# ---- multicycle_controller ----
File: src/rtl/cpu_ctrl_pkg.sv
// Shared types for the multicycle RISC-V control unit: FSM states, opcodes,
// datapath mux encodings and the packed control word produced per state.
package cpu_ctrl_pkg;

  typedef enum logic [3:0] {
    S_FETCH    = 4'd0,
    S_DECODE   = 4'd1,
    S_MEMADR   = 4'd2,
    S_MEMREAD  = 4'd3,
    S_MEMWB    = 4'd4,
    S_MEMWRITE = 4'd5,
    S_EXECR    = 4'd6,
    S_EXECI    = 4'd7,
    S_ALUWB    = 4'd8,
    S_BRANCH   = 4'd9,
    S_JAL      = 4'd10,
    S_JALR     = 4'd11,
    S_LINK     = 4'd12,
    S_UPPER    = 4'd13,
    S_TRAP     = 4'd14
  } state_e;

  localparam logic [6:0] OP_LOAD   = 7'b0000011;
  localparam logic [6:0] OP_STORE  = 7'b0100011;
  localparam logic [6:0] OP_RTYPE  = 7'b0110011;
  localparam logic [6:0] OP_ITYPE  = 7'b0010011;
  localparam logic [6:0] OP_BRANCH = 7'b1100011;
  localparam logic [6:0] OP_JAL    = 7'b1101111;
  localparam logic [6:0] OP_JALR   = 7'b1100111;
  localparam logic [6:0] OP_LUI    = 7'b0110111;
  localparam logic [6:0] OP_AUIPC  = 7'b0010111;

  typedef enum logic [1:0] {
    SRCA_PC    = 2'b00,
    SRCA_OLDPC = 2'b01,
    SRCA_RS1   = 2'b10,
    SRCA_ZERO  = 2'b11
  } srca_e;

  typedef enum logic [1:0] {
    SRCB_RS2  = 2'b00,
    SRCB_IMM  = 2'b01,
    SRCB_FOUR = 2'b10
  } srcb_e;

  typedef enum logic [1:0] {
    ALUOP_ADD    = 2'b00,
    ALUOP_BRANCH = 2'b01,
    ALUOP_FUNCT  = 2'b10
  } alu_op_e;

  typedef enum logic [1:0] {
    RES_ALUOUT = 2'b00,
    RES_MEM    = 2'b01,
    RES_ALU    = 2'b10
  } res_src_e;

  typedef struct packed {
    logic     mem_req;
    logic     mem_we;
    logic     adr_src;
    logic     ir_write;
    logic     pc_write;
    logic     reg_write;
    logic     is_jalr;
    logic     trap;
    srca_e    alu_src_a;
    srcb_e    alu_src_b;
    alu_op_e  alu_op;
    res_src_e result_src;
  } ctrl_t;

  localparam ctrl_t CTRL_NONE = '0;

endpackage

File: src/rtl/mc_out_decode.sv
// State-to-control-word lookup. Purely combinational; the only non-state
// inputs that matter are mem_ready (FETCH), br_taken (BRANCH) and op (UPPER).
module mc_out_decode
  import cpu_ctrl_pkg::*;
(
  input  state_e     state_i,
  input  logic [6:0] op_i,
  input  logic       mem_ready_i,
  input  logic       br_taken_i,
  output ctrl_t      ctrl_o
);

  always_comb begin
    // NOTE: every field gets a default before the case so no path can leave a
    // signal unassigned, which would otherwise infer a latch.
    ctrl_o = CTRL_NONE;
    case (state_i)
      S_FETCH: begin
        ctrl_o.mem_req = 1'b1;
        if (mem_ready_i) begin
          ctrl_o.ir_write   = 1'b1;
          ctrl_o.pc_write   = 1'b1;
          ctrl_o.alu_src_a  = SRCA_PC;
          ctrl_o.alu_src_b  = SRCB_FOUR;
          ctrl_o.alu_op     = ALUOP_ADD;
          ctrl_o.result_src = RES_ALU;
        end
      end
      S_DECODE: begin
        ctrl_o.alu_src_a = SRCA_OLDPC;
        ctrl_o.alu_src_b = SRCB_IMM;
      end
      S_MEMADR: begin
        ctrl_o.alu_src_a = SRCA_RS1;
        ctrl_o.alu_src_b = SRCB_IMM;
      end
      S_MEMREAD: begin
        ctrl_o.mem_req = 1'b1;
        ctrl_o.adr_src = 1'b1;
      end
      S_MEMWB: begin
        ctrl_o.result_src = RES_MEM;
        ctrl_o.reg_write  = 1'b1;
      end
      S_MEMWRITE: begin
        ctrl_o.mem_req = 1'b1;
        ctrl_o.mem_we  = 1'b1;
        ctrl_o.adr_src = 1'b1;
      end
      S_EXECR: begin
        ctrl_o.alu_src_a = SRCA_RS1;
        ctrl_o.alu_src_b = SRCB_RS2;
        ctrl_o.alu_op    = ALUOP_FUNCT;
      end
      S_EXECI: begin
        ctrl_o.alu_src_a = SRCA_RS1;
        ctrl_o.alu_src_b = SRCB_IMM;
        ctrl_o.alu_op    = ALUOP_FUNCT;
      end
      S_ALUWB: begin
        ctrl_o.result_src = RES_ALUOUT;
        ctrl_o.reg_write  = 1'b1;
      end
      S_BRANCH: begin
        ctrl_o.alu_src_a  = SRCA_RS1;
        ctrl_o.alu_src_b  = SRCB_RS2;
        ctrl_o.alu_op     = ALUOP_BRANCH;
        ctrl_o.result_src = RES_ALUOUT;
        ctrl_o.pc_write   = br_taken_i;
      end
      S_JAL: begin
        // ALUOut already holds PC+imm from DECODE.
        ctrl_o.result_src = RES_ALUOUT;
        ctrl_o.pc_write   = 1'b1;
      end
      S_JALR: begin
        ctrl_o.alu_src_a  = SRCA_RS1;
        ctrl_o.alu_src_b  = SRCB_IMM;
        ctrl_o.result_src = RES_ALU;
        ctrl_o.is_jalr    = 1'b1;
        ctrl_o.pc_write   = 1'b1;
      end
      S_LINK: begin
        ctrl_o.alu_src_a  = SRCA_OLDPC;
        ctrl_o.alu_src_b  = SRCB_FOUR;
        ctrl_o.result_src = RES_ALU;
        ctrl_o.reg_write  = 1'b1;
      end
      S_UPPER: begin
        if (op_i == OP_LUI) ctrl_o.alu_src_a = SRCA_ZERO;
        else                ctrl_o.alu_src_a = SRCA_OLDPC;
        ctrl_o.alu_src_b = SRCB_IMM;
      end
      S_TRAP: begin
        ctrl_o.trap = 1'b1;
      end
      default: ctrl_o = CTRL_NONE;
    endcase
  end

endmodule

File: src/rtl/multicycle_controller.sv
// Multicycle RISC-V control FSM: state register and next-state logic; the
// per-state control word comes from mc_out_decode and is forced to 0 in reset.
module multicycle_controller
  import cpu_ctrl_pkg::*;
(
  input  logic       clk,
  input  logic       rst_n,
  input  logic [6:0] op,
  input  logic [2:0] funct3,
  input  logic       br_taken,
  input  logic       mem_ready,
  output logic       mem_req,
  output logic       mem_we,
  output logic       adr_src,
  output logic       ir_write,
  output logic       pc_write,
  output logic       reg_write,
  output logic       is_jalr,
  output logic       trap,
  output logic [1:0] alu_src_a,
  output logic [1:0] alu_src_b,
  output logic [1:0] alu_op,
  output logic [1:0] result_src,
  output logic [2:0] branch_type,
  output logic [2:0] load_type,
  output logic [3:0] state
);

  state_e state_q, state_d;
  ctrl_t  ctrl, ctrl_g;

  // NOTE: reset is sampled on the clock edge only (synchronous), and state
  // uses non-blocking assignment so all flops update together.
  always_ff @(posedge clk) begin
    if (!rst_n) state_q <= S_FETCH;
    else        state_q <= state_d;
  end

  always_comb begin
    state_d = state_q;
    case (state_q)
      S_FETCH:    if (mem_ready) state_d = S_DECODE;
      S_DECODE: begin
        case (op)
          OP_LOAD, OP_STORE: state_d = S_MEMADR;
          OP_RTYPE:          state_d = S_EXECR;
          OP_ITYPE:          state_d = S_EXECI;
          OP_BRANCH:         state_d = S_BRANCH;
          OP_JAL:            state_d = S_JAL;
          OP_JALR:           state_d = S_JALR;
          OP_LUI, OP_AUIPC:  state_d = S_UPPER;
          default:           state_d = S_TRAP;
        endcase
      end
      S_MEMADR:   state_d = (op == OP_LOAD) ? S_MEMREAD : S_MEMWRITE;
      S_MEMREAD:  if (mem_ready) state_d = S_MEMWB;
      S_MEMWB:    state_d = S_FETCH;
      S_MEMWRITE: if (mem_ready) state_d = S_FETCH;
      S_EXECR,
      S_EXECI:    state_d = S_ALUWB;
      S_ALUWB:    state_d = S_FETCH;
      S_BRANCH:   state_d = S_FETCH;
      S_JAL,
      S_JALR:     state_d = S_LINK;
      S_LINK:     state_d = S_FETCH;
      S_UPPER:    state_d = S_ALUWB;
      S_TRAP:     state_d = S_TRAP;
      // The one unused encoding is treated as a fault and parks in TRAP.
      default:    state_d = S_TRAP;
    endcase
  end

  mc_out_decode u_out_decode (
    .state_i     (state_q),
    .op_i        (op),
    .mem_ready_i (mem_ready),
    .br_taken_i  (br_taken),
    .ctrl_o      (ctrl)
  );

  // Gating by rst_n drops an in-flight memory request in the reset cycle itself.
  assign ctrl_g = rst_n ? ctrl : CTRL_NONE;

  assign mem_req     = ctrl_g.mem_req;
  assign mem_we      = ctrl_g.mem_we;
  assign adr_src     = ctrl_g.adr_src;
  assign ir_write    = ctrl_g.ir_write;
  assign pc_write    = ctrl_g.pc_write;
  assign reg_write   = ctrl_g.reg_write;
  assign is_jalr     = ctrl_g.is_jalr;
  assign trap        = ctrl_g.trap;
  assign alu_src_a   = ctrl_g.alu_src_a;
  assign alu_src_b   = ctrl_g.alu_src_b;
  assign alu_op      = ctrl_g.alu_op;
  assign result_src  = ctrl_g.result_src;
  assign branch_type = funct3;
  assign load_type   = funct3;
  assign state       = rst_n ? state_q : 4'd0;

endmodule

File: config.mk
export PLATFORM = sky130hd
export DESIGN_NAME = multicycle_controller
export DESIGN_NICKNAME = d
export VERILOG_FILES = /design/src/rtl/cpu_ctrl_pkg.sv /design/src/rtl/mc_out_decode.sv /design/src/rtl/multicycle_controller.sv
export SDC_FILE = /design/constraint.sdc
export NUM_CORES = 1
export LEC_CHECK = 0
export ABC_CLOCK_PERIOD_IN_PS = 2300
export CAP_MARGIN = 20
export CELL_PAD_IN_SITES_DETAIL_PLACEMENT = 1
export CELL_PAD_IN_SITES_GLOBAL_PLACEMENT = 1
export CORE_ASPECT_RATIO = 0.8
export CORE_MARGIN = 8
export CORE_UTILIZATION = 26
export CTS_CLUSTER_DIAMETER = 50
export CTS_CLUSTER_SIZE = 20
export DETAILED_ROUTE_END_ITERATION = 6
export PLACE_DENSITY = 0.94
export REMOVE_ABC_BUFFERS = 1
export SYNTH_ARGS = -nofsm -noshare
export SYNTH_HDL_FRONTEND = slang
export SYNTH_SLANG_ARGS = --single-unit
File: constraint.sdc
create_clock -name clk -period 2.3 [get_ports clk]
set_input_delay 0.46 -clock clk [delete_from_list [all_inputs] [get_ports clk]]
set_output_delay 0.46 -clock clk [all_outputs]
set_load 0.05 [all_outputs]
# ---- sync_fifo_param ----
<file path="src/rtl/sync_fifo_param.sv">
// ---------------------------------------------------------------------------
// sync_fifo_param
//
// Single-clock parametrised FIFO. All DEPTH entries are usable. The block
// provides an occupancy count, almost-full/almost-empty thresholds, a
// read-data-valid strobe, a synchronous flush and sticky error flags.
//
// Ports
//   CLK    in   1        clock, all state changes on the rising edge
//   RSTN   in   1        asynchronous active-low reset
//   DIN    in   WIDTH    write data
//   WE     in   1        write request
//   RREQ   in   1        read request
//   FLUSH  in   1        synchronous clear of contents and error flags
//   DO     out  WIDTH    registered read data
//   DV     out  1        DO was updated by a read accepted on the last edge
//   FF     out  1        full  (CNT == DEPTH)
//   FE     out  1        empty (CNT == 0)
//   AF     out  1        almost full  (CNT >= AF_LVL)
//   AE     out  1        almost empty (CNT <= AE_LVL)
//   CNT    out  AW+1     current occupancy, 0..DEPTH
//   OVF    out  1        sticky: a write was rejected
//   UNF    out  1        sticky: a read was rejected
// ---------------------------------------------------------------------------
module sync_fifo_param #(
   parameter int unsigned WIDTH  = 8,
   parameter int unsigned DEPTH  = 16,
   parameter int unsigned AF_LVL = DEPTH - 2,
   parameter int unsigned AE_LVL = 2
) (
   input  logic                      CLK,
   input  logic                      RSTN,
   input  logic [WIDTH-1:0]          DIN,
   input  logic                      WE,
   input  logic                      RREQ,
   input  logic                      FLUSH,
   output logic [WIDTH-1:0]          DO,
   output logic                      DV,
   output logic                      FF,
   output logic                      FE,
   output logic                      AF,
   output logic                      AE,
   output logic [$clog2(DEPTH):0]    CNT,
   output logic                      OVF,
   output logic                      UNF
);

   localparam int unsigned AW = $clog2(DEPTH);

   localparam logic [AW-1:0] PTR_INC  = {{(AW-1){1'b0}}, 1'b1};
   localparam logic [AW:0]   CNT_INC  = {{AW{1'b0}}, 1'b1};
   localparam logic [AW:0]   CNT_FULL = (AW+1)'(DEPTH);
   localparam logic [AW:0]   AF_THR   = (AW+1)'(AF_LVL);
   localparam logic [AW:0]   AE_THR   = (AW+1)'(AE_LVL);

   // Storage is deliberately not reset.
   logic [WIDTH-1:0] mem_q [DEPTH];

   logic [AW-1:0]    rp_q,  rp_d;
   logic [AW-1:0]    wp_q,  wp_d;
   logic [AW:0]      cnt_q, cnt_d;
   logic [WIDTH-1:0] do_q,  do_d;
   logic             dv_q,  dv_d;
   logic             ovf_q, ovf_d;
   logic             unf_q, unf_d;

   logic             full_s;
   logic             empty_s;
   logic             rd_ok_s;
   logic             wr_ok_s;

   // Status decode depends on the registered count only.
   always_comb begin
      full_s  = (cnt_q == CNT_FULL);
      empty_s = (cnt_q == {(AW+1){1'b0}});
   end

   // Accept decisions; a full FIFO still takes a write when a read frees a slot
   // on the same edge, but an empty FIFO never bypasses DIN to DO.
   always_comb begin
      rd_ok_s = 1'b0;
      wr_ok_s = 1'b0;
      if (!FLUSH) begin
         rd_ok_s = RREQ && !empty_s;
         wr_ok_s = WE && (!full_s || rd_ok_s);
      end else begin
         rd_ok_s = 1'b0;
         wr_ok_s = 1'b0;
      end
   end

   // Next-state computation for pointers, count, read data and error flags.
   always_comb begin
      rp_d  = rp_q;
      wp_d  = wp_q;
      cnt_d = cnt_q;
      do_d  = do_q;
      dv_d  = 1'b0;
      ovf_d = ovf_q;
      unf_d = unf_q;
      if (FLUSH) begin
         // Flush wins over requests; DO keeps its last value.
         rp_d  = {AW{1'b0}};
         wp_d  = {AW{1'b0}};
         cnt_d = {(AW+1){1'b0}};
         ovf_d = 1'b0;
         unf_d = 1'b0;
      end else begin
         if (rd_ok_s) begin
            do_d = mem_q[rp_q];
            dv_d = 1'b1;
            rp_d = rp_q + PTR_INC;
         end else begin
            do_d = do_q;
         end
         if (wr_ok_s) begin
            wp_d = wp_q + PTR_INC;
         end else begin
            wp_d = wp_q;
         end
         case ({wr_ok_s, rd_ok_s})
            2'b10:   cnt_d = cnt_q + CNT_INC;
            2'b01:   cnt_d = cnt_q - CNT_INC;
            default: cnt_d = cnt_q;
         endcase
         if (WE && !wr_ok_s) begin
            ovf_d = 1'b1;
         end else begin
            ovf_d = ovf_q;
         end
         if (RREQ && !rd_ok_s) begin
            unf_d = 1'b1;
         end else begin
            unf_d = unf_q;
         end
      end
   end

   // Control and output registers with asynchronous reset.
   always_ff @(posedge CLK or negedge RSTN) begin
      if (!RSTN) begin
         rp_q  <= {AW{1'b0}};
         wp_q  <= {AW{1'b0}};
         cnt_q <= {(AW+1){1'b0}};
         do_q  <= {WIDTH{1'b0}};
         dv_q  <= 1'b0;
         ovf_q <= 1'b0;
         unf_q <= 1'b0;
      end else begin
         rp_q  <= rp_d;
         wp_q  <= wp_d;
         cnt_q <= cnt_d;
         do_q  <= do_d;
         dv_q  <= dv_d;
         ovf_q <= ovf_d;
         unf_q <= unf_d;
      end
   end

   // Storage array write port.
   always_ff @(posedge CLK) begin
      if (wr_ok_s) begin
         mem_q[wp_q] <= DIN;
      end
   end

   assign DO  = do_q;
   assign DV  = dv_q;
   assign CNT = cnt_q;
   assign OVF = ovf_q;
   assign UNF = unf_q;
   assign FF  = full_s;
   assign FE  = empty_s;
   assign AF  = (cnt_q >= AF_THR);
   assign AE  = (cnt_q <= AE_THR);

endmodule

</file>
<file path="config.mk">
export PLATFORM = sky130hd
export DESIGN_NAME = sync_fifo_param
export DESIGN_NICKNAME = d
export VERILOG_FILES = /design/src/rtl/sync_fifo_param.sv
export SDC_FILE = /design/constraint.sdc
export NUM_CORES = 1
export LEC_CHECK = 0
export CAP_MARGIN = 25
export CORE_MARGIN = 3
export CORE_UTILIZATION = 63
export CTS_BUF_LIST = sky130_fd_sc_hd__clkbuf_8
export DETAILED_ROUTE_END_ITERATION = 10
export MAX_ROUTING_LAYER = met4
export PLACE_DENSITY_LB_ADDON = 0.1
export SLEW_MARGIN = 0
export SYNTH_ARGS = -nofsm -noshare
export SYNTH_HDL_FRONTEND = slang
export SYNTH_SLANG_ARGS = --single-unit
</file>
<file path="constraint.sdc">
create_clock -name CLK -period 7.3 [get_ports CLK]
set_clock_uncertainty 0.2 [all_clocks]
set_input_delay 1.095 -clock CLK [delete_from_list [all_inputs] [get_ports CLK]]
set_output_delay 1.095 -clock CLK [all_outputs]
set_load 0.03 [all_outputs]
</file>
# ---- mont_row_sched ----
`config.mk`:
```
export PLATFORM = sky130hd
export DESIGN_NAME = mont_row_sched
export DESIGN_NICKNAME = d
export VERILOG_FILES = /design/src/rtl/mont_pkg.sv /design/src/rtl/rr_arbiter.sv /design/src/rtl/mont_row_sched.sv
export SDC_FILE = /design/constraint.sdc
export NUM_CORES = 1
export LEC_CHECK = 0
export CAP_MARGIN = 30
export CELL_PAD_IN_SITES_DETAIL_PLACEMENT = 0
export CELL_PAD_IN_SITES_GLOBAL_PLACEMENT = 1
export CORE_UTILIZATION = 40
export CTS_CLUSTER_DIAMETER = 80
export DETAILED_ROUTE_END_ITERATION = 7
export PLACE_DENSITY_LB_ADDON = 0.1
export SETUP_SLACK_MARGIN = 0.4
export SYNTH_ARGS = -nofsm -noshare
export SYNTH_HDL_FRONTEND = slang
export SYNTH_SLANG_ARGS = --single-unit
```
`constraint.sdc`:
```
create_clock -name clk -period 3.63 [get_ports clk]
set_input_delay 0.5445 -clock clk [delete_from_list [all_inputs] [get_ports clk]]
set_output_delay 0.5445 -clock clk [all_outputs]
set_load 0.005 [all_outputs]
```
`src/rtl/mont_pkg.sv`:
```
// Shared definitions for the Montgomery row engine and its scheduler.
// Contents: scheduler state enum, default S/NREQ, and width helpers for the
// row index and requester id.
package mont_pkg;

    localparam int S_DEF    = 8;
    localparam int NREQ_DEF = 4;

    typedef enum logic [2:0] {
        ST_IDLE,
        ST_FLUSH,
        ST_START,
        ST_WAIT,
        ST_NEXT,
        ST_FIN
    } state_t;

    // Row index needs one extra bit so it can also hold S itself.
    function automatic int row_w(input int s);
        return $clog2(s) + 1;
    endfunction

    // Requester id width, never narrower than one bit.
    function automatic int id_w(input int n);
        return (n > 1) ? $clog2(n) : 1;
    endfunction

endpackage

```
`src/rtl/rr_arbiter.sv`:
```
// Combinational round-robin pick among NREQ requesters.
// Ports:
//   req   : request vector
//   ptr   : highest-priority requester index (0..NREQ-1)
//   valid : at least one request present
//   gnt   : first set request at or above ptr, wrapping
module rr_arbiter
    import mont_pkg::*;
#(
    parameter int NREQ = NREQ_DEF,
    parameter int IDW  = id_w(NREQ)
) (
    input  logic [NREQ-1:0] req,
    input  logic [IDW-1:0]  ptr,
    output logic            valid,
    output logic [IDW-1:0]  gnt
);

    // Scan from the farthest offset down so the nearest one to ptr wins.
    always_comb begin
        valid = |req;
        gnt   = '0;
        for (int i = NREQ - 1; i >= 0; i--) begin
            if (req[(int'(ptr) + i) % NREQ])
                gnt = IDW'((int'(ptr) + i) % NREQ);
        end
    end

endmodule

```
`src/rtl/mont_row_sched.sv`:
```
// Scheduler owning one shared Montgomery row engine. Grants the engine
// round-robin to NREQ requesters and runs S rows per job
// (flush, start, wait-for-done), with a per-row watchdog and abort.
// Ports:
//   clk, rst_n : clock, asynchronous active-low reset
//   req        : per-requester job request (level, held until job end)
//   abort      : kill current job
//   grant_id   : owner of the engine (holds until next grant)
//   busy       : a job owns the engine
//   row_idx    : current outer-loop row
//   row_flush  : one-cycle flush to the row engine
//   row_start  : start, held until row_done is seen
//   row_done   : engine done (sticky until flushed)
//   job_done   : one-cycle pulse, job finished
//   job_err    : one-cycle pulse, job timed out or aborted
module mont_row_sched
    import mont_pkg::*;
#(
    parameter int S       = S_DEF,
    parameter int NREQ    = NREQ_DEF,
    parameter int TIMEOUT = 64,
    parameter int IDW     = id_w(NREQ)
) (
    input  logic                clk,
    input  logic                rst_n,
    input  logic [NREQ-1:0]     req,
    input  logic                abort,
    output logic [IDW-1:0]      grant_id,
    output logic                busy,
    output logic [row_w(S)-1:0] row_idx,
    output logic                row_flush,
    output logic                row_start,
    input  logic                row_done,
    output logic                job_done,
    output logic                job_err
);

    localparam int RW = row_w(S);
    localparam int WW = $clog2(TIMEOUT) + 1;

    state_t         state, state_nx;
    logic [IDW-1:0] rr_ptr;
    logic [WW-1:0]  wdog;
    logic           arb_valid;
    logic [IDW-1:0] arb_gnt;
    logic           active, timeout, kill, last_row;

    rr_arbiter #(.NREQ(NREQ), .IDW(IDW)) u_arb (
        .req   (req),
        .ptr   (rr_ptr),
        .valid (arb_valid),
        .gnt   (arb_gnt)
    );

    always_comb begin
        active   = (state == ST_FLUSH) || (state == ST_START) ||
                   (state == ST_WAIT)  || (state == ST_NEXT);
        // A row_done arriving in the last watchdog cycle still counts.
        timeout  = (state == ST_WAIT) && !row_done && (wdog == WW'(TIMEOUT - 1));
        kill     = active && (abort || timeout);
        last_row = (row_idx == RW'(S - 1));

        busy      = active;
        // Killed jobs flush the engine so a half-done row cannot leak.
        row_flush = (state == ST_FLUSH) || kill;
        row_start = ((state == ST_START) || ((state == ST_WAIT) && !row_done)) && !kill;
        job_err   = kill;
        job_done  = (state == ST_NEXT) && last_row && !abort;

        state_nx = state;
        case (state)
            ST_IDLE:  if (arb_valid) state_nx = ST_FLUSH;
            ST_FLUSH: state_nx = kill ? ST_FIN : ST_START;
            ST_START: state_nx = kill ? ST_FIN : ST_WAIT;
            ST_WAIT: begin
                if (kill)          state_nx = ST_FIN;
                else if (row_done) state_nx = ST_NEXT;
            end
            ST_NEXT:  state_nx = (abort || last_row) ? ST_FIN : ST_FLUSH;
            ST_FIN:   state_nx = ST_IDLE;
            default:  state_nx = ST_IDLE;
        endcase
    end

    always_ff @(posedge clk or negedge rst_n) begin
        if (!rst_n) begin
            state    <= ST_IDLE;
            grant_id <= '0;
            row_idx  <= '0;
            rr_ptr   <= '0;
            wdog     <= '0;
        end else begin
            state <= state_nx;
            case (state)
                ST_IDLE: begin
                    if (arb_valid) begin
                        grant_id <= arb_gnt;
                        row_idx  <= '0;
                    end
                end
                ST_START: wdog <= '0;
                ST_WAIT:  wdog <= wdog + WW'(1);
                ST_NEXT: begin
                    if (!abort && !last_row)
                        row_idx <= row_idx + RW'(1);
                end
                // Just-finished requester becomes lowest priority.
                ST_FIN: rr_ptr <= (int'(grant_id) == NREQ - 1) ? '0 : grant_id + IDW'(1);
                default: ;
            endcase
        end
    end

endmodule
```
### Cell density map, sync_fifo_param

Scale: 4 px per um. 11 x 11 tiles, from dark blue (low) to red (high), 0 to 100% covered.
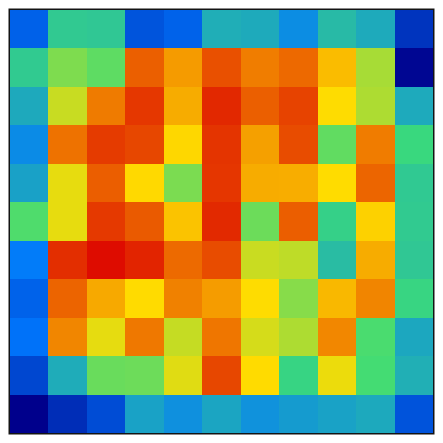
The densest ninth of the die: center. The fullest tile reaches 99%. 42% of the tiles are over 75% full.
Core Density at Floorplan: 66.3%
utilization of the core after routing: 75.3%
Floorplan Core Area: 9460 um2

### Clock distribution, sync_fifo_param

Scale: 4 px per um.
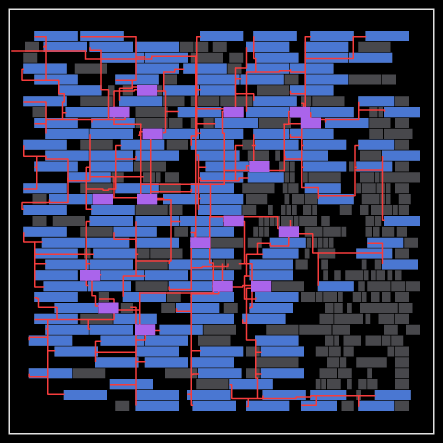
Key: flip-flops = blue [count 152]; clock-net drivers = purple [count 17]; clock wires = red [length 1550 um]
Position of the flops: spread over the die. There are 18 routed clock nets.
share of power burned in the clock network: 29.0%
clock-net power: 0.601 mW

==> impl_metrics.py, sync_fifo_param <==
# Metrics from the implementation run
metrics = {
    "final_layout": {
        "layout.area.seq_um2": 4450,
        "design_area_um2": 7120,
        "drive_above_1_share_pct": 22.7,
    },
    "pwr": {
        "post-layout-total-power_mw": 2.07,
        "power.ir.vdd_worst_uv": 184,
        "powerDensity_nw_per_um2": 291,
        "internal_power_mw": 1.45,
        "largestPowerGroup": "sequential cells",
        "switching_share_pct": 29.8,
    },
    "final_timing": {
        "worst_slack_ps": 3710,
    },
    "worst_hold_path": {
        "hold_path_startpoint": "DO[2]$_DFFE_PN0P_",
        "hold_path.class": "reg2reg",
        "whs_endpoint": "DO[2]$_DFFE_PN0P_",
    },
    "synth": {
        "syn-num-nets": 360,
        "synth-compound-area-share_pct": 4.31,
        "post_synth_main_area_contributors": "sky130_fd_sc_hd__edfxtp_1, sky130_fd_sc_hd__mux4_2, sky130_fd_sc_hd__dfrtp_1, sky130_fd_sc_hd__mux2i_1, sky130_fd_sc_hd__nor2_1",
        "count_of_unique_library_cells_instantiated_by_yosys": 42,
        "mux_area_share_pct": 14.7,
    },
    "critical_path": {
        "crit_path_max_fanout": 22,
        "timing.reg2reg.worst_path_depth": 9,
        "worstPathArrival_ps": 3730,
        "critical_path_buf_inv_count": 1,
        "end_kind": "flip-flop",
    },
    "status": {
        "run_status": "finished, final reports clean",
    },
    "detailed_routing": {
        "route.met3.wl_um": 666,
        "route.detailed.drc": 0,
        "drt-wirelength-per-cell_um": 22.0,
        "postRouteWirelength_um": 11500,
    },
    "floorplan": {
        "horizontal_die_dimension_um": 106,
        "area_of_the_die_um2": 11200,
        "placement_rows": 35,
    },
    "cts": {
        "clock_pin_slew_of_the_registers_on_the_worst_case_setup_and_hold_paths_ps": 90,
        "max-clock-path-buffers": 2,
        "cts-buffers-inserted": 17,
        "clock_tree_from_tritoncts": "done",
        "cts.repair.resized": 0,
        "clock_tree.root_cell": "sky130_fd_sc_hd__clkbuf_8",
    },
    "global_routing": {
        "grt.met2_usage_pct": 36.5,
    },
    "flow_run": {
        "warnings": 29,
    },
}
-- sync_fifo_param: sequential cells by signal, indices dropped and copies added (netlist names) --
signal  count
CNT         5
DO          8
DV          1
OVF         1
UNF         1
mem_q     128
rp_q        4
wp_q        4
-- sync_fifo_param: final cells by class --
type,instances,area share [%]
Timing Repair Buffer,36,5.31
Inverter,9,0.510
Tap cell,129,2.27
Clock buffer,17,3.29
Multi-Input combinational cell,163,24.2
Clock inverter,15,2.00
Sequential cell,152,62.4
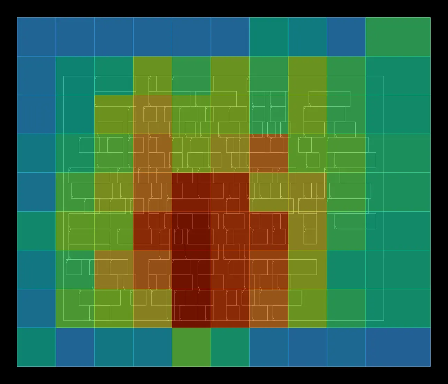
*Track usage over the die, multicycle_controller*
met2 capacity usage during global routing: 22.3%
routed wirelength normalized by instance count: 18.5 um
GRT Max-Usage Layer: met2

==> impl_metrics.py, multicycle_controller <==
# Metrics from the implementation run
metrics = {
    "status": {
        "run_status": "finished, final reports clean",
    },
    "final_layout": {
        "logic_gate_fraction_of_the_total_cell_area_pct": 41.4,
        "register_with_the_highest_flop_count": "state_q",
        "n_multi_input_combinational_cell": 84,
        "number_of_flip_flops_in_the_largest_register": 4,
        "design_area_um2": 1330,
        "finish.utilization_pct": 53.7,
        "sequential_cell_total": 4,
        "layout.area.seq_um2": 82.6,
    },
    "pwr": {
        "post-layout-total-power_mw": 1.26,
        "power.ir.vdd_worst_uv": 497,
    },
    "critical_path": {
        "cell_with_the_largest_stage_delay_on_the_worst_path": "sky130_fd_sc_hd__clkdlybuf4s50_1",
        "critical_path.reg2reg.startpoint": "state_q[0]$_SDFFE_PN0P_",
        "regToRegEndpoint": "state_q[1]$_SDFFE_PN0P_",
        "maximum_single_stage_delay_on_the_critical_path_ps": 530,
        "worst_setup_path_endpoint": "result_src[1]",
        "critical_path_required_ps": 1840,
    },
    "synth": {
        "simple_gate_area_share_pct": 47.5,
        "post-synth-top-area-cell": "sky130_fd_sc_hd__dfxtp_1",
        "synth-compound-area-share_pct": 22.8,
        "most_frequently_used_cell_type_in_the_post_synthesis_netlist": "sky130_fd_sc_hd__nor2_1",
        "avgSynthCellArea_um2": 6.64,
        "post_synth_main_area_contributors": "sky130_fd_sc_hd__dfxtp_1, sky130_fd_sc_hd__buf_4, sky130_fd_sc_hd__nor2_1, sky130_fd_sc_hd__a21oi_1, sky130_fd_sc_hd__and2_1",
        "yosys-stat-area_um2": 691,
        "dominantRegCellSynth": "sky130_fd_sc_hd__dfxtp_1",
        "yosysSeqAreaShare_pct": 11.6,
        "mux_area_share_pct": 0,
    },
    "global_routing": {
        "grt_max_degree": 14,
    },
    "final_timing": {
        "grt_setup_unrepaired": "no",
        "worst_clock_skew_ps": 3.11,
        "number_of_pins_with_negative_max_slew_slack_in_the_final_report": 0,
        "final.min_clock_period_ps": 2260,
    },
    "floorplan": {
        "horizontal_die_dimension_um": 73.6,
        "placement_rows": 16,
    },
    "detailed_routing": {
        "met2WireLength_um": 1620,
        "top_layer": "met4",
        "postRouteWirelength_um": 3240,
    },
    "placed_design": {
        "port_buffers": 30,
        "placement.cell_area_um2": 1260,
    },
}
multicycle_controller: timing repair:
| action | CTS | global route |
|---|---|---|
| pin swaps | 0 | 4 |
| setup buffers | 0 | 1 |
| hold buffers | 0 | 0 |
| resized | 6 | 9 |
| setup endpoints to repair | 2 | 8 |
multicycle_controller: worst max-delay path, delay by kind of cell:
kind	cells	cell delay [ps]
compound gates	1	280
buf+inv	2	700
simple gates	2	350
multicycle_controller: power by group:
part	internal, mW	total (mW)	switching [mW]
Sequential	0.0951	0.171	0.0759
Combinational	0.443	1.00	0.558
Clock	0.0585	0.0895	0.0309
### Track usage over the die, mont_row_sched

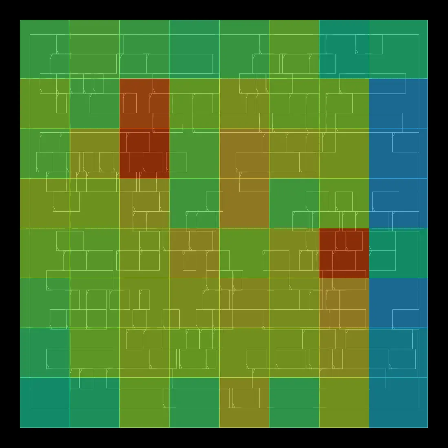
met3 Track Usage GR: 2.30%
utilization of the core after routing: 50.3%
routed wirelength normalized by instance count: 14.7 um

==> impl_metrics.py, mont_row_sched <==
# Metrics from the implementation run
metrics = {
    "final_layout": {
        "fin_cells": 171,
        "design_area_um2": 1400,
        "fillerInstances": 277,
        "nNonClkBuffers": 18,
        "logic_gate_fraction_of_the_total_cell_area_pct": 49.5,
    },
    "flow_run": {
        "warnings": 26,
    },
    "synth": {
        "post_synth_instance_area_um2": 1180,
        "synth-compound-area-share_pct": 21.8,
        "simple_gate_area_share_pct": 27.4,
        "ys_cells": 125,
        "post-synth-top-area-fraction_pct": 38.1,
        "count_of_unique_library_cells_instantiated_by_yosys": 41,
        "enable_flop_cells": 0,
        "mux_area_share_pct": 6.24,
    },
    "critical_path": {
        "worstPathArrival_ps": 2350,
        "worst_setup_path_endpoint": "job_done",
        "crit_path_max_fanout": 13,
        "timing.reg2reg.worst_path_depth": 3,
        "regToRegEndpoint": "state[2]$_DFFE_PN0P_",
        "crit_start_category": "primary input",
    },
    "global_routing": {
        "grt_first_pass_wirelength_um": 4400,
        "grt_antenna_before_repair": 0,
        "via_count_of_the_first_global_routing_pass": 977,
        "grt-busiest-layer": "met2",
        "gr-total-overflow": 0,
        "grt_use_total_pct": 17.7,
    },
    "status": {
        "run_status": "finished, final reports clean",
    },
    "final_timing": {
        "grt_setup_unrepaired": "no",
        "finalHoldViolCount": 0,
        "worst_slack_ps": 734,
    },
    "detailed_routing": {
        "top_layer": "met4",
    },
    "cts": {
        "clock_pin_slew_of_the_registers_on_the_worst_case_setup_and_hold_paths_ps": 90,
        "cts.repair_timing.setup_buffer_count": 0,
        "quantity_of_hold_fixing_buffers_added_after_cts": 0,
        "clock_tree.root_cell": "sky130_fd_sc_hd__clkbuf_4",
    },
    "floorplan": {
        "floorplan.io_pins": 19,
        "floorplan_core_area_um2": 2780,
        "placement_rows": 19,
        "num_tap_cells": 31,
    },
    "pwr": {
        "powerDensity_nw_per_um2": 689,
    },
    "worst_hold_path": {
        "whs_path_depth": 1,
        "hold_path.class": "reg2reg",
    },
}
## mont_row_sched: power by group
part           switching [mW]  internal [mW]
Sequential              0.147          0.272
Combinational           0.175          0.275
Clock                  0.0580         0.0386
Total                   0.380          0.585
## mont_row_sched: kinds of logic after synthesis
family,Yosys count
and+or+nand+nor,51
AOI/OAI and AO/OA,36
DFF,18
buffers and inverters,10
muxes,7
adders and majority gates,3
## mont_row_sched: registers in the layout (all words and copies together), names as in the netlist
| name | count |
|---|---|
| state | 3 |
| wdog | 7 |
| row_idx | 4 |
| grant_id | 2 |
| rr_ptr | 2 |

==> screenshots <==
Nets reached from selected ports.
panel A
Scale: 2 px per um.
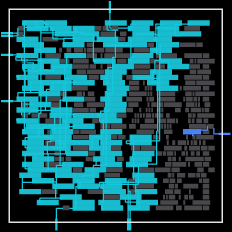
panel B
Scale: 4 px per um.
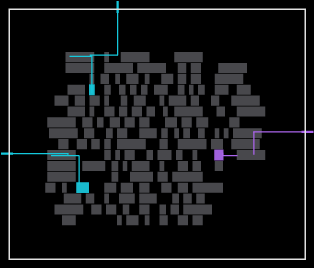
panel C
Scale: 4 px per um.
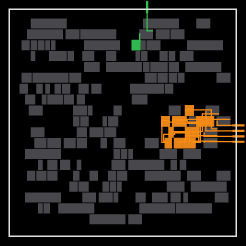
- smallest die: panel C
- most cells: panel A
| picture | from |
|---|---|
| panel C | mont_row_sched |
| panel B | multicycle_controller |
| panel A | sync_fifo_param |


# ---- multicycle_ctrl ----
### Nets reached from selected ports, multicycle_ctrl

Scale: 6 px per um.
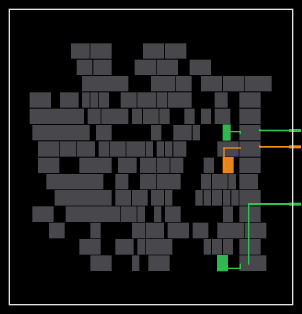
File: src/rtl/multicycle_ctrl_pkg.sv
// Shared encodings for the multicycle controller: opcodes, state codes, ALU/mux selects.
// Optional build macro MCTRL_MEM_WAIT_EN enables memory wait-state handling.
package multicycle_ctrl_pkg;

  localparam int unsigned OP_W    = 6;
  localparam int unsigned ST_W    = 4;
  localparam int unsigned ALUOP_W = 3;
  localparam int unsigned SRCB_W  = 2;
  localparam int unsigned PCSRC_W = 2;

  localparam logic [OP_W-1:0] OP_RTYPE = 6'b000000;
  localparam logic [OP_W-1:0] OP_ORI   = 6'b001101;
  localparam logic [OP_W-1:0] OP_LW    = 6'b100011;
  localparam logic [OP_W-1:0] OP_SW    = 6'b101011;
  localparam logic [OP_W-1:0] OP_BEQ   = 6'b000100;
  localparam logic [OP_W-1:0] OP_J     = 6'b000010;

  localparam logic [ST_W-1:0] ST_FETCH    = 4'd0;
  localparam logic [ST_W-1:0] ST_DECODE   = 4'd1;
  localparam logic [ST_W-1:0] ST_MEM_ADDR = 4'd2;
  localparam logic [ST_W-1:0] ST_MEM_RD   = 4'd3;
  localparam logic [ST_W-1:0] ST_MEM_WB   = 4'd4;
  localparam logic [ST_W-1:0] ST_MEM_WR   = 4'd5;
  localparam logic [ST_W-1:0] ST_R_EXE    = 4'd6;
  localparam logic [ST_W-1:0] ST_R_WB     = 4'd7;
  localparam logic [ST_W-1:0] ST_BEQ      = 4'd8;
  localparam logic [ST_W-1:0] ST_JUMP     = 4'd9;
  localparam logic [ST_W-1:0] ST_ORI_EXE  = 4'd10;
  localparam logic [ST_W-1:0] ST_ORI_WB   = 4'd11;

  localparam logic [ALUOP_W-1:0] ALUOP_ADD   = 3'b000;
  localparam logic [ALUOP_W-1:0] ALUOP_RTYPE = 3'b001;
  localparam logic [ALUOP_W-1:0] ALUOP_OR    = 3'b010;
  localparam logic [ALUOP_W-1:0] ALUOP_SUB   = 3'b100;

  localparam logic [SRCB_W-1:0] SRCB_REG    = 2'b00;
  localparam logic [SRCB_W-1:0] SRCB_FOUR   = 2'b01;
  localparam logic [SRCB_W-1:0] SRCB_IMM    = 2'b10;
  localparam logic [SRCB_W-1:0] SRCB_BRANCH = 2'b11;

  localparam logic [PCSRC_W-1:0] PCSRC_ALU    = 2'b00;
  localparam logic [PCSRC_W-1:0] PCSRC_TARGET = 2'b01;
  localparam logic [PCSRC_W-1:0] PCSRC_JUMP   = 2'b10;

  typedef struct packed {
    logic                pc_wr;
    logic                ir_wr;
    logic                i_or_d;
    logic                reg_dst;
    logic                alu_src_a;
    logic                mem_to_reg;
    logic                reg_wr;
    logic                mem_wr;
    logic                mem_rd;
    logic                ext_op;
    logic                done;
    logic [SRCB_W-1:0]   alu_src_b;
    logic [PCSRC_W-1:0]  pc_src;
    logic [ALUOP_W-1:0]  alu_op;
  } ctrl_t;

  localparam int unsigned CTRL_W = $bits(ctrl_t);

  // True for the opcodes this controller executes.
  function automatic logic op_decoded(input logic [OP_W-1:0] op);
    return op inside {OP_RTYPE, OP_ORI, OP_LW, OP_SW, OP_BEQ, OP_J};
  endfunction

endpackage

File: src/rtl/mctrl_outdec.sv
// Moore output decoder: maps the current state (plus zero for BEQ) to control signals.
// With MCTRL_MEM_WAIT_EN, memory-state strobes are qualified by mem_ready.
module mctrl_outdec
  import multicycle_ctrl_pkg::*;
(
  input  logic [ST_W-1:0]   i_state,
  input  logic              i_zero,
`ifdef MCTRL_MEM_WAIT_EN
  input  logic              i_mem_ready,
`endif
  output logic [CTRL_W-1:0] o_ctrl_c
);

  ctrl_t w_ctrl;
  logic  w_mem_ok;

`ifdef MCTRL_MEM_WAIT_EN
  assign w_mem_ok = i_mem_ready;
`else
  assign w_mem_ok = 1'b1;
`endif

  always_comb begin
    w_ctrl = '0;
    case (i_state)
      ST_FETCH: begin
        w_ctrl.mem_rd    = 1'b1;
        w_ctrl.ir_wr     = w_mem_ok;
        w_ctrl.pc_wr     = w_mem_ok;
        w_ctrl.alu_src_b = SRCB_FOUR;
        w_ctrl.alu_op    = ALUOP_ADD;
        w_ctrl.pc_src    = PCSRC_ALU;
      end
      ST_DECODE: begin
        w_ctrl.alu_src_b = SRCB_BRANCH;
        w_ctrl.ext_op    = 1'b1;
      end
      ST_MEM_ADDR: begin
        w_ctrl.alu_src_a = 1'b1;
        w_ctrl.alu_src_b = SRCB_IMM;
        w_ctrl.ext_op    = 1'b1;
      end
      ST_MEM_RD: begin
        w_ctrl.mem_rd = 1'b1;
        w_ctrl.i_or_d = 1'b1;
      end
      ST_MEM_WB: begin
        w_ctrl.reg_wr     = 1'b1;
        w_ctrl.mem_to_reg = 1'b1;
        w_ctrl.done       = 1'b1;
      end
      ST_MEM_WR: begin
        w_ctrl.mem_wr = w_mem_ok;
        w_ctrl.i_or_d = 1'b1;
        w_ctrl.done   = w_mem_ok;
      end
      ST_R_EXE: begin
        w_ctrl.alu_src_a = 1'b1;
        w_ctrl.alu_src_b = SRCB_REG;
        w_ctrl.alu_op    = ALUOP_RTYPE;
      end
      ST_R_WB: begin
        w_ctrl.reg_wr  = 1'b1;
        w_ctrl.reg_dst = 1'b1;
        w_ctrl.done    = 1'b1;
      end
      ST_ORI_EXE: begin
        w_ctrl.alu_src_a = 1'b1;
        w_ctrl.alu_src_b = SRCB_IMM;
        w_ctrl.alu_op    = ALUOP_OR;
      end
      ST_ORI_WB: begin
        w_ctrl.reg_wr = 1'b1;
        w_ctrl.done   = 1'b1;
      end
      // Branch resolves in this cycle; PC is written only when operands compare equal.
      ST_BEQ: begin
        w_ctrl.alu_src_a = 1'b1;
        w_ctrl.alu_src_b = SRCB_REG;
        w_ctrl.alu_op    = ALUOP_SUB;
        w_ctrl.pc_src    = PCSRC_TARGET;
        w_ctrl.pc_wr     = i_zero;
        w_ctrl.done      = 1'b1;
      end
      ST_JUMP: begin
        w_ctrl.pc_wr  = 1'b1;
        w_ctrl.pc_src = PCSRC_JUMP;
        w_ctrl.done   = 1'b1;
      end
      default: ;
    endcase
  end

  assign o_ctrl_c = w_ctrl;

endmodule

File: src/rtl/multicycle_ctrl.sv
// Multicycle MIPS-subset control unit: state register, next-state logic, illegal-op flag.
// Build macro MCTRL_MEM_WAIT_EN makes FETCH/MEM_RD/MEM_WR stall until mem_ready.
module multicycle_ctrl
  import multicycle_ctrl_pkg::*;
(
  input  logic            clk,
  input  logic            rst_n,
  input  logic [OP_W-1:0] op,
  input  logic            zero,
  input  logic            mem_ready,
  output logic            PCWr,
  output logic            IRWr,
  output logic            IorD,
  output logic            RegDst,
  output logic            ALUSrcA,
  output logic            MemtoReg,
  output logic            RegWr,
  output logic            MemWr,
  output logic            MemRd,
  output logic            ExtOp,
  output logic            Done,
  output logic            Illegal,
  output logic [1:0]      ALUSrcB,
  output logic [1:0]      PCSrc,
  output logic [2:0]      ALUop,
  output logic [ST_W-1:0] state
);

  logic [ST_W-1:0]   r_state;
  logic [ST_W-1:0]   w_next;
  logic              r_illegal;
  logic              w_mem_ok;
  logic [CTRL_W-1:0] w_ctrl_vec;
  ctrl_t             w_ctrl;

`ifdef MCTRL_MEM_WAIT_EN
  assign w_mem_ok = mem_ready;
`else
  logic w_unused_mem_ready;
  assign w_unused_mem_ready = mem_ready;
  assign w_mem_ok           = 1'b1;
`endif

  always_ff @(posedge clk or negedge rst_n) begin
    if (!rst_n) r_state <= ST_FETCH;
    else        r_state <= w_next;
  end

  always_comb begin
    w_next = ST_FETCH;
    case (r_state)
      ST_FETCH:    w_next = w_mem_ok ? ST_DECODE : ST_FETCH;
      ST_DECODE: begin
        case (op)
          OP_LW, OP_SW: w_next = ST_MEM_ADDR;
          OP_RTYPE:     w_next = ST_R_EXE;
          OP_ORI:       w_next = ST_ORI_EXE;
          OP_BEQ:       w_next = ST_BEQ;
          OP_J:         w_next = ST_JUMP;
          default:      w_next = ST_FETCH;
        endcase
      end
      ST_MEM_ADDR: begin
        if (op == OP_LW)      w_next = ST_MEM_RD;
        else if (op == OP_SW) w_next = ST_MEM_WR;
        else                  w_next = ST_FETCH;
      end
      ST_MEM_RD:   w_next = w_mem_ok ? ST_MEM_WB : ST_MEM_RD;
      ST_MEM_WR:   w_next = w_mem_ok ? ST_FETCH : ST_MEM_WR;
      ST_R_EXE:    w_next = ST_R_WB;
      ST_ORI_EXE:  w_next = ST_ORI_WB;
      default:     w_next = ST_FETCH;
    endcase
  end

  mctrl_outdec u_outdec (
    .i_state     (r_state),
    .i_zero      (zero),
`ifdef MCTRL_MEM_WAIT_EN
    .i_mem_ready (mem_ready),
`endif
    .o_ctrl_c    (w_ctrl_vec)
  );

  // One-cycle flag in the cycle after an undecoded opcode leaves DECODE.
  always_ff @(posedge clk or negedge rst_n) begin
    if (!rst_n) r_illegal <= 1'b0;
    else        r_illegal <= (r_state == ST_DECODE) && !op_decoded(op);
  end

  assign w_ctrl = ctrl_t'(w_ctrl_vec);

  // Write strobes are suppressed while reset is held, even though state reads FETCH.
  assign PCWr     = w_ctrl.pc_wr  & rst_n;
  assign IRWr     = w_ctrl.ir_wr  & rst_n;
  assign RegWr    = w_ctrl.reg_wr & rst_n;
  assign MemWr    = w_ctrl.mem_wr & rst_n;
  assign IorD     = w_ctrl.i_or_d;
  assign RegDst   = w_ctrl.reg_dst;
  assign ALUSrcA  = w_ctrl.alu_src_a;
  assign MemtoReg = w_ctrl.mem_to_reg;
  assign MemRd    = w_ctrl.mem_rd;
  assign ExtOp    = w_ctrl.ext_op;
  assign Done     = w_ctrl.done;
  assign ALUSrcB  = w_ctrl.alu_src_b;
  assign PCSrc    = w_ctrl.pc_src;
  assign ALUop    = w_ctrl.alu_op;
  assign Illegal  = r_illegal;
  assign state    = r_state;

endmodule

File: config.mk
export PLATFORM = sky130hd
export DESIGN_NAME = multicycle_ctrl
export DESIGN_NICKNAME = d
export VERILOG_FILES = /design/src/rtl/multicycle_ctrl_pkg.sv /design/src/rtl/mctrl_outdec.sv /design/src/rtl/multicycle_ctrl.sv
export SDC_FILE = /design/constraint.sdc
export NUM_CORES = 1
export LEC_CHECK = 0
export CAP_MARGIN = 0
export CORE_AREA = 3 3 44 46
export DETAILED_ROUTE_END_ITERATION = 8
export DIE_AREA = 0 0 47 49
export GPL_ROUTABILITY_DRIVEN = 0
export PLACE_DENSITY = 0.72
export SLEW_MARGIN = 20
export SYNTH_ARGS = -nofsm -noshare
export SYNTH_HDL_FRONTEND = slang
export SYNTH_SLANG_ARGS = --single-unit
File: constraint.sdc
create_clock -name clk -period 2.1 [get_ports clk]
set_input_delay 0.21 -clock clk [delete_from_list [all_inputs] [get_ports clk]]
set_output_delay 0.21 -clock clk [all_outputs]
set_load 0.02 [all_outputs]
==> impl_metrics.py <==
# Metrics from the implementation run
metrics = {
    "synth": {
        "yosys-stat-area_um2": 552,
        "count_of_unique_library_cells_instantiated_by_yosys": 32,
        "enable_flop_cells": 0,
        "mux_area_share_pct": 0,
        "syn-num-nets": 83,
        "syn_inst": 73,
        "simple_gate_area_share_pct": 46.3,
        "most_frequently_used_cell_type_in_the_post_synthesis_netlist": "sky130_fd_sc_hd__nor3_1",
        "yosys-dominant-comb-family": "simple AND/OR/NAND/NOR gates",
        "ys.flops": 5,
    },
    "critical_path": {
        "crit_start_category": "flip-flop",
        "critical_path_buf_inv_count": 2,
        "cell_with_the_largest_stage_delay_on_the_worst_path": "sky130_fd_sc_hd__clkdlybuf4s50_1",
    },
    "global_routing": {
        "grt_first_pass_wirelength_um": 2910,
        "grt_max_degree": 13,
    },
    "final_layout": {
        "total_inserted_antenna_cells": 0,
        "areaGrowthSynthToFinish_pct": 75.5,
        "dominant-cell-class": "logic gates",
        "fillerInstances": 146,
        "layout.area.seq_um2": 129,
        "logic_gate_fraction_of_the_total_cell_area_pct": 42.9,
    },
    "final_timing": {
        "final.period_utilization_pct": 95.8,
        "totalNegativeSetupSlack_ps": 0,
        "worst_clock_skew_ps": 6.78,
    },
    "cts": {
        "cts_num_sinks": 5,
        "cts.repair.resized": 4,
        "cts-buffers-inserted": 3,
        "ctsHtreeMaxLevel": 1,
        "clock_tree_from_tritoncts": "done",
        "clock_tree.root_cell": "sky130_fd_sc_hd__clkbuf_4",
        "quantity_of_hold_fixing_buffers_added_after_cts": 0,
    },
    "status": {
        "run_status": "finished, final reports clean",
    },
    "placed_design": {
        "placement.cell_area_um2": 921,
        "dpl.hpwl_um": 1350,
    },
    "pwr": {
        "comb_power_share_pct": 64.1,
        "largestPowerGroup": "combinational cells",
    },
    "detailed_routing": {
        "drt_first_iter_violations": 8,
        "route.detailed.drc": 0,
        "detailed_route_vias_per_instance": 5.63,
    },
}
Notes on 'Nets reached from selected ports' of multicycle_ctrl above:
Key: PCSrc = green [bits 2, direction output, end cells 2, wire 28.7 um]; MemWr = orange [bits 1, direction output, end cells 1, wire 11.5 um]
number of top-level design ports: 33
Port Buffers: 31

-- stage by stage --
step / setup WS [ps] / total power, mW / hold WS [ps] / instances / utilization, %
4_1_cts: 37.9 / 0.740 / 371 / 128 / 61.5
5_1_grt: 14.6 / 0.794 / 401 / 128 / 62.8
2_1_floorplan: 208 / 0.399 / -85.6 / 73 / -
6_report: 88.3 / 0.738 / 379 / 128 / 62.8
3_3_place_gp: 198 / 0.618 / 620 / 124 / 59.7
3_5_place_dp: 168 / 0.622 / 616 / 124 / 59.7
-- state kept, by name, indices dropped and copies added, names as in the netlist --
signal,cells
Illegal,1
state,4


==> screenshots <==
Clock distribution.
shot_01.png
Scale: 6 px per um.
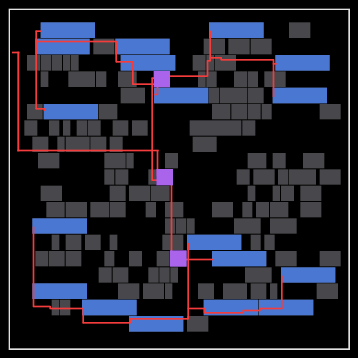
shot_02.png
Scale: 8 px per um.
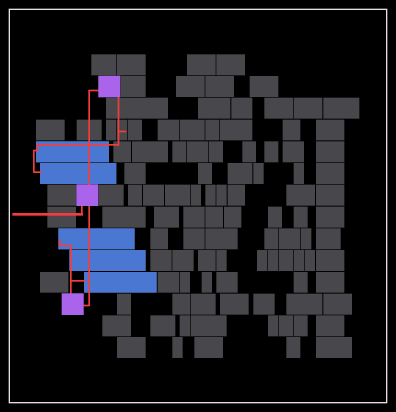
shot_03.png
Scale: 4 px per um.
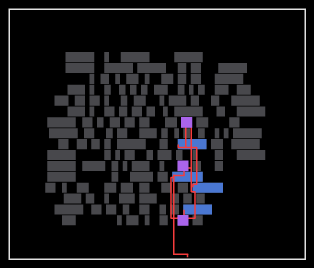
- most sequential cells: shot_01.png
- largest die: shot_03.png
shot_01.png is mont_row_sched.
shot_02.png is multicycle_ctrl.
shot_03.png is multicycle_controller.

Key to shot_03.png:
Key: clock-net drivers = purple [count 3]; flip-flops = blue [count 4]; clock wires = red [length 99.9 um]
There are 4 routed clock nets.

Power is estimated from default activity; no workload was simulated.
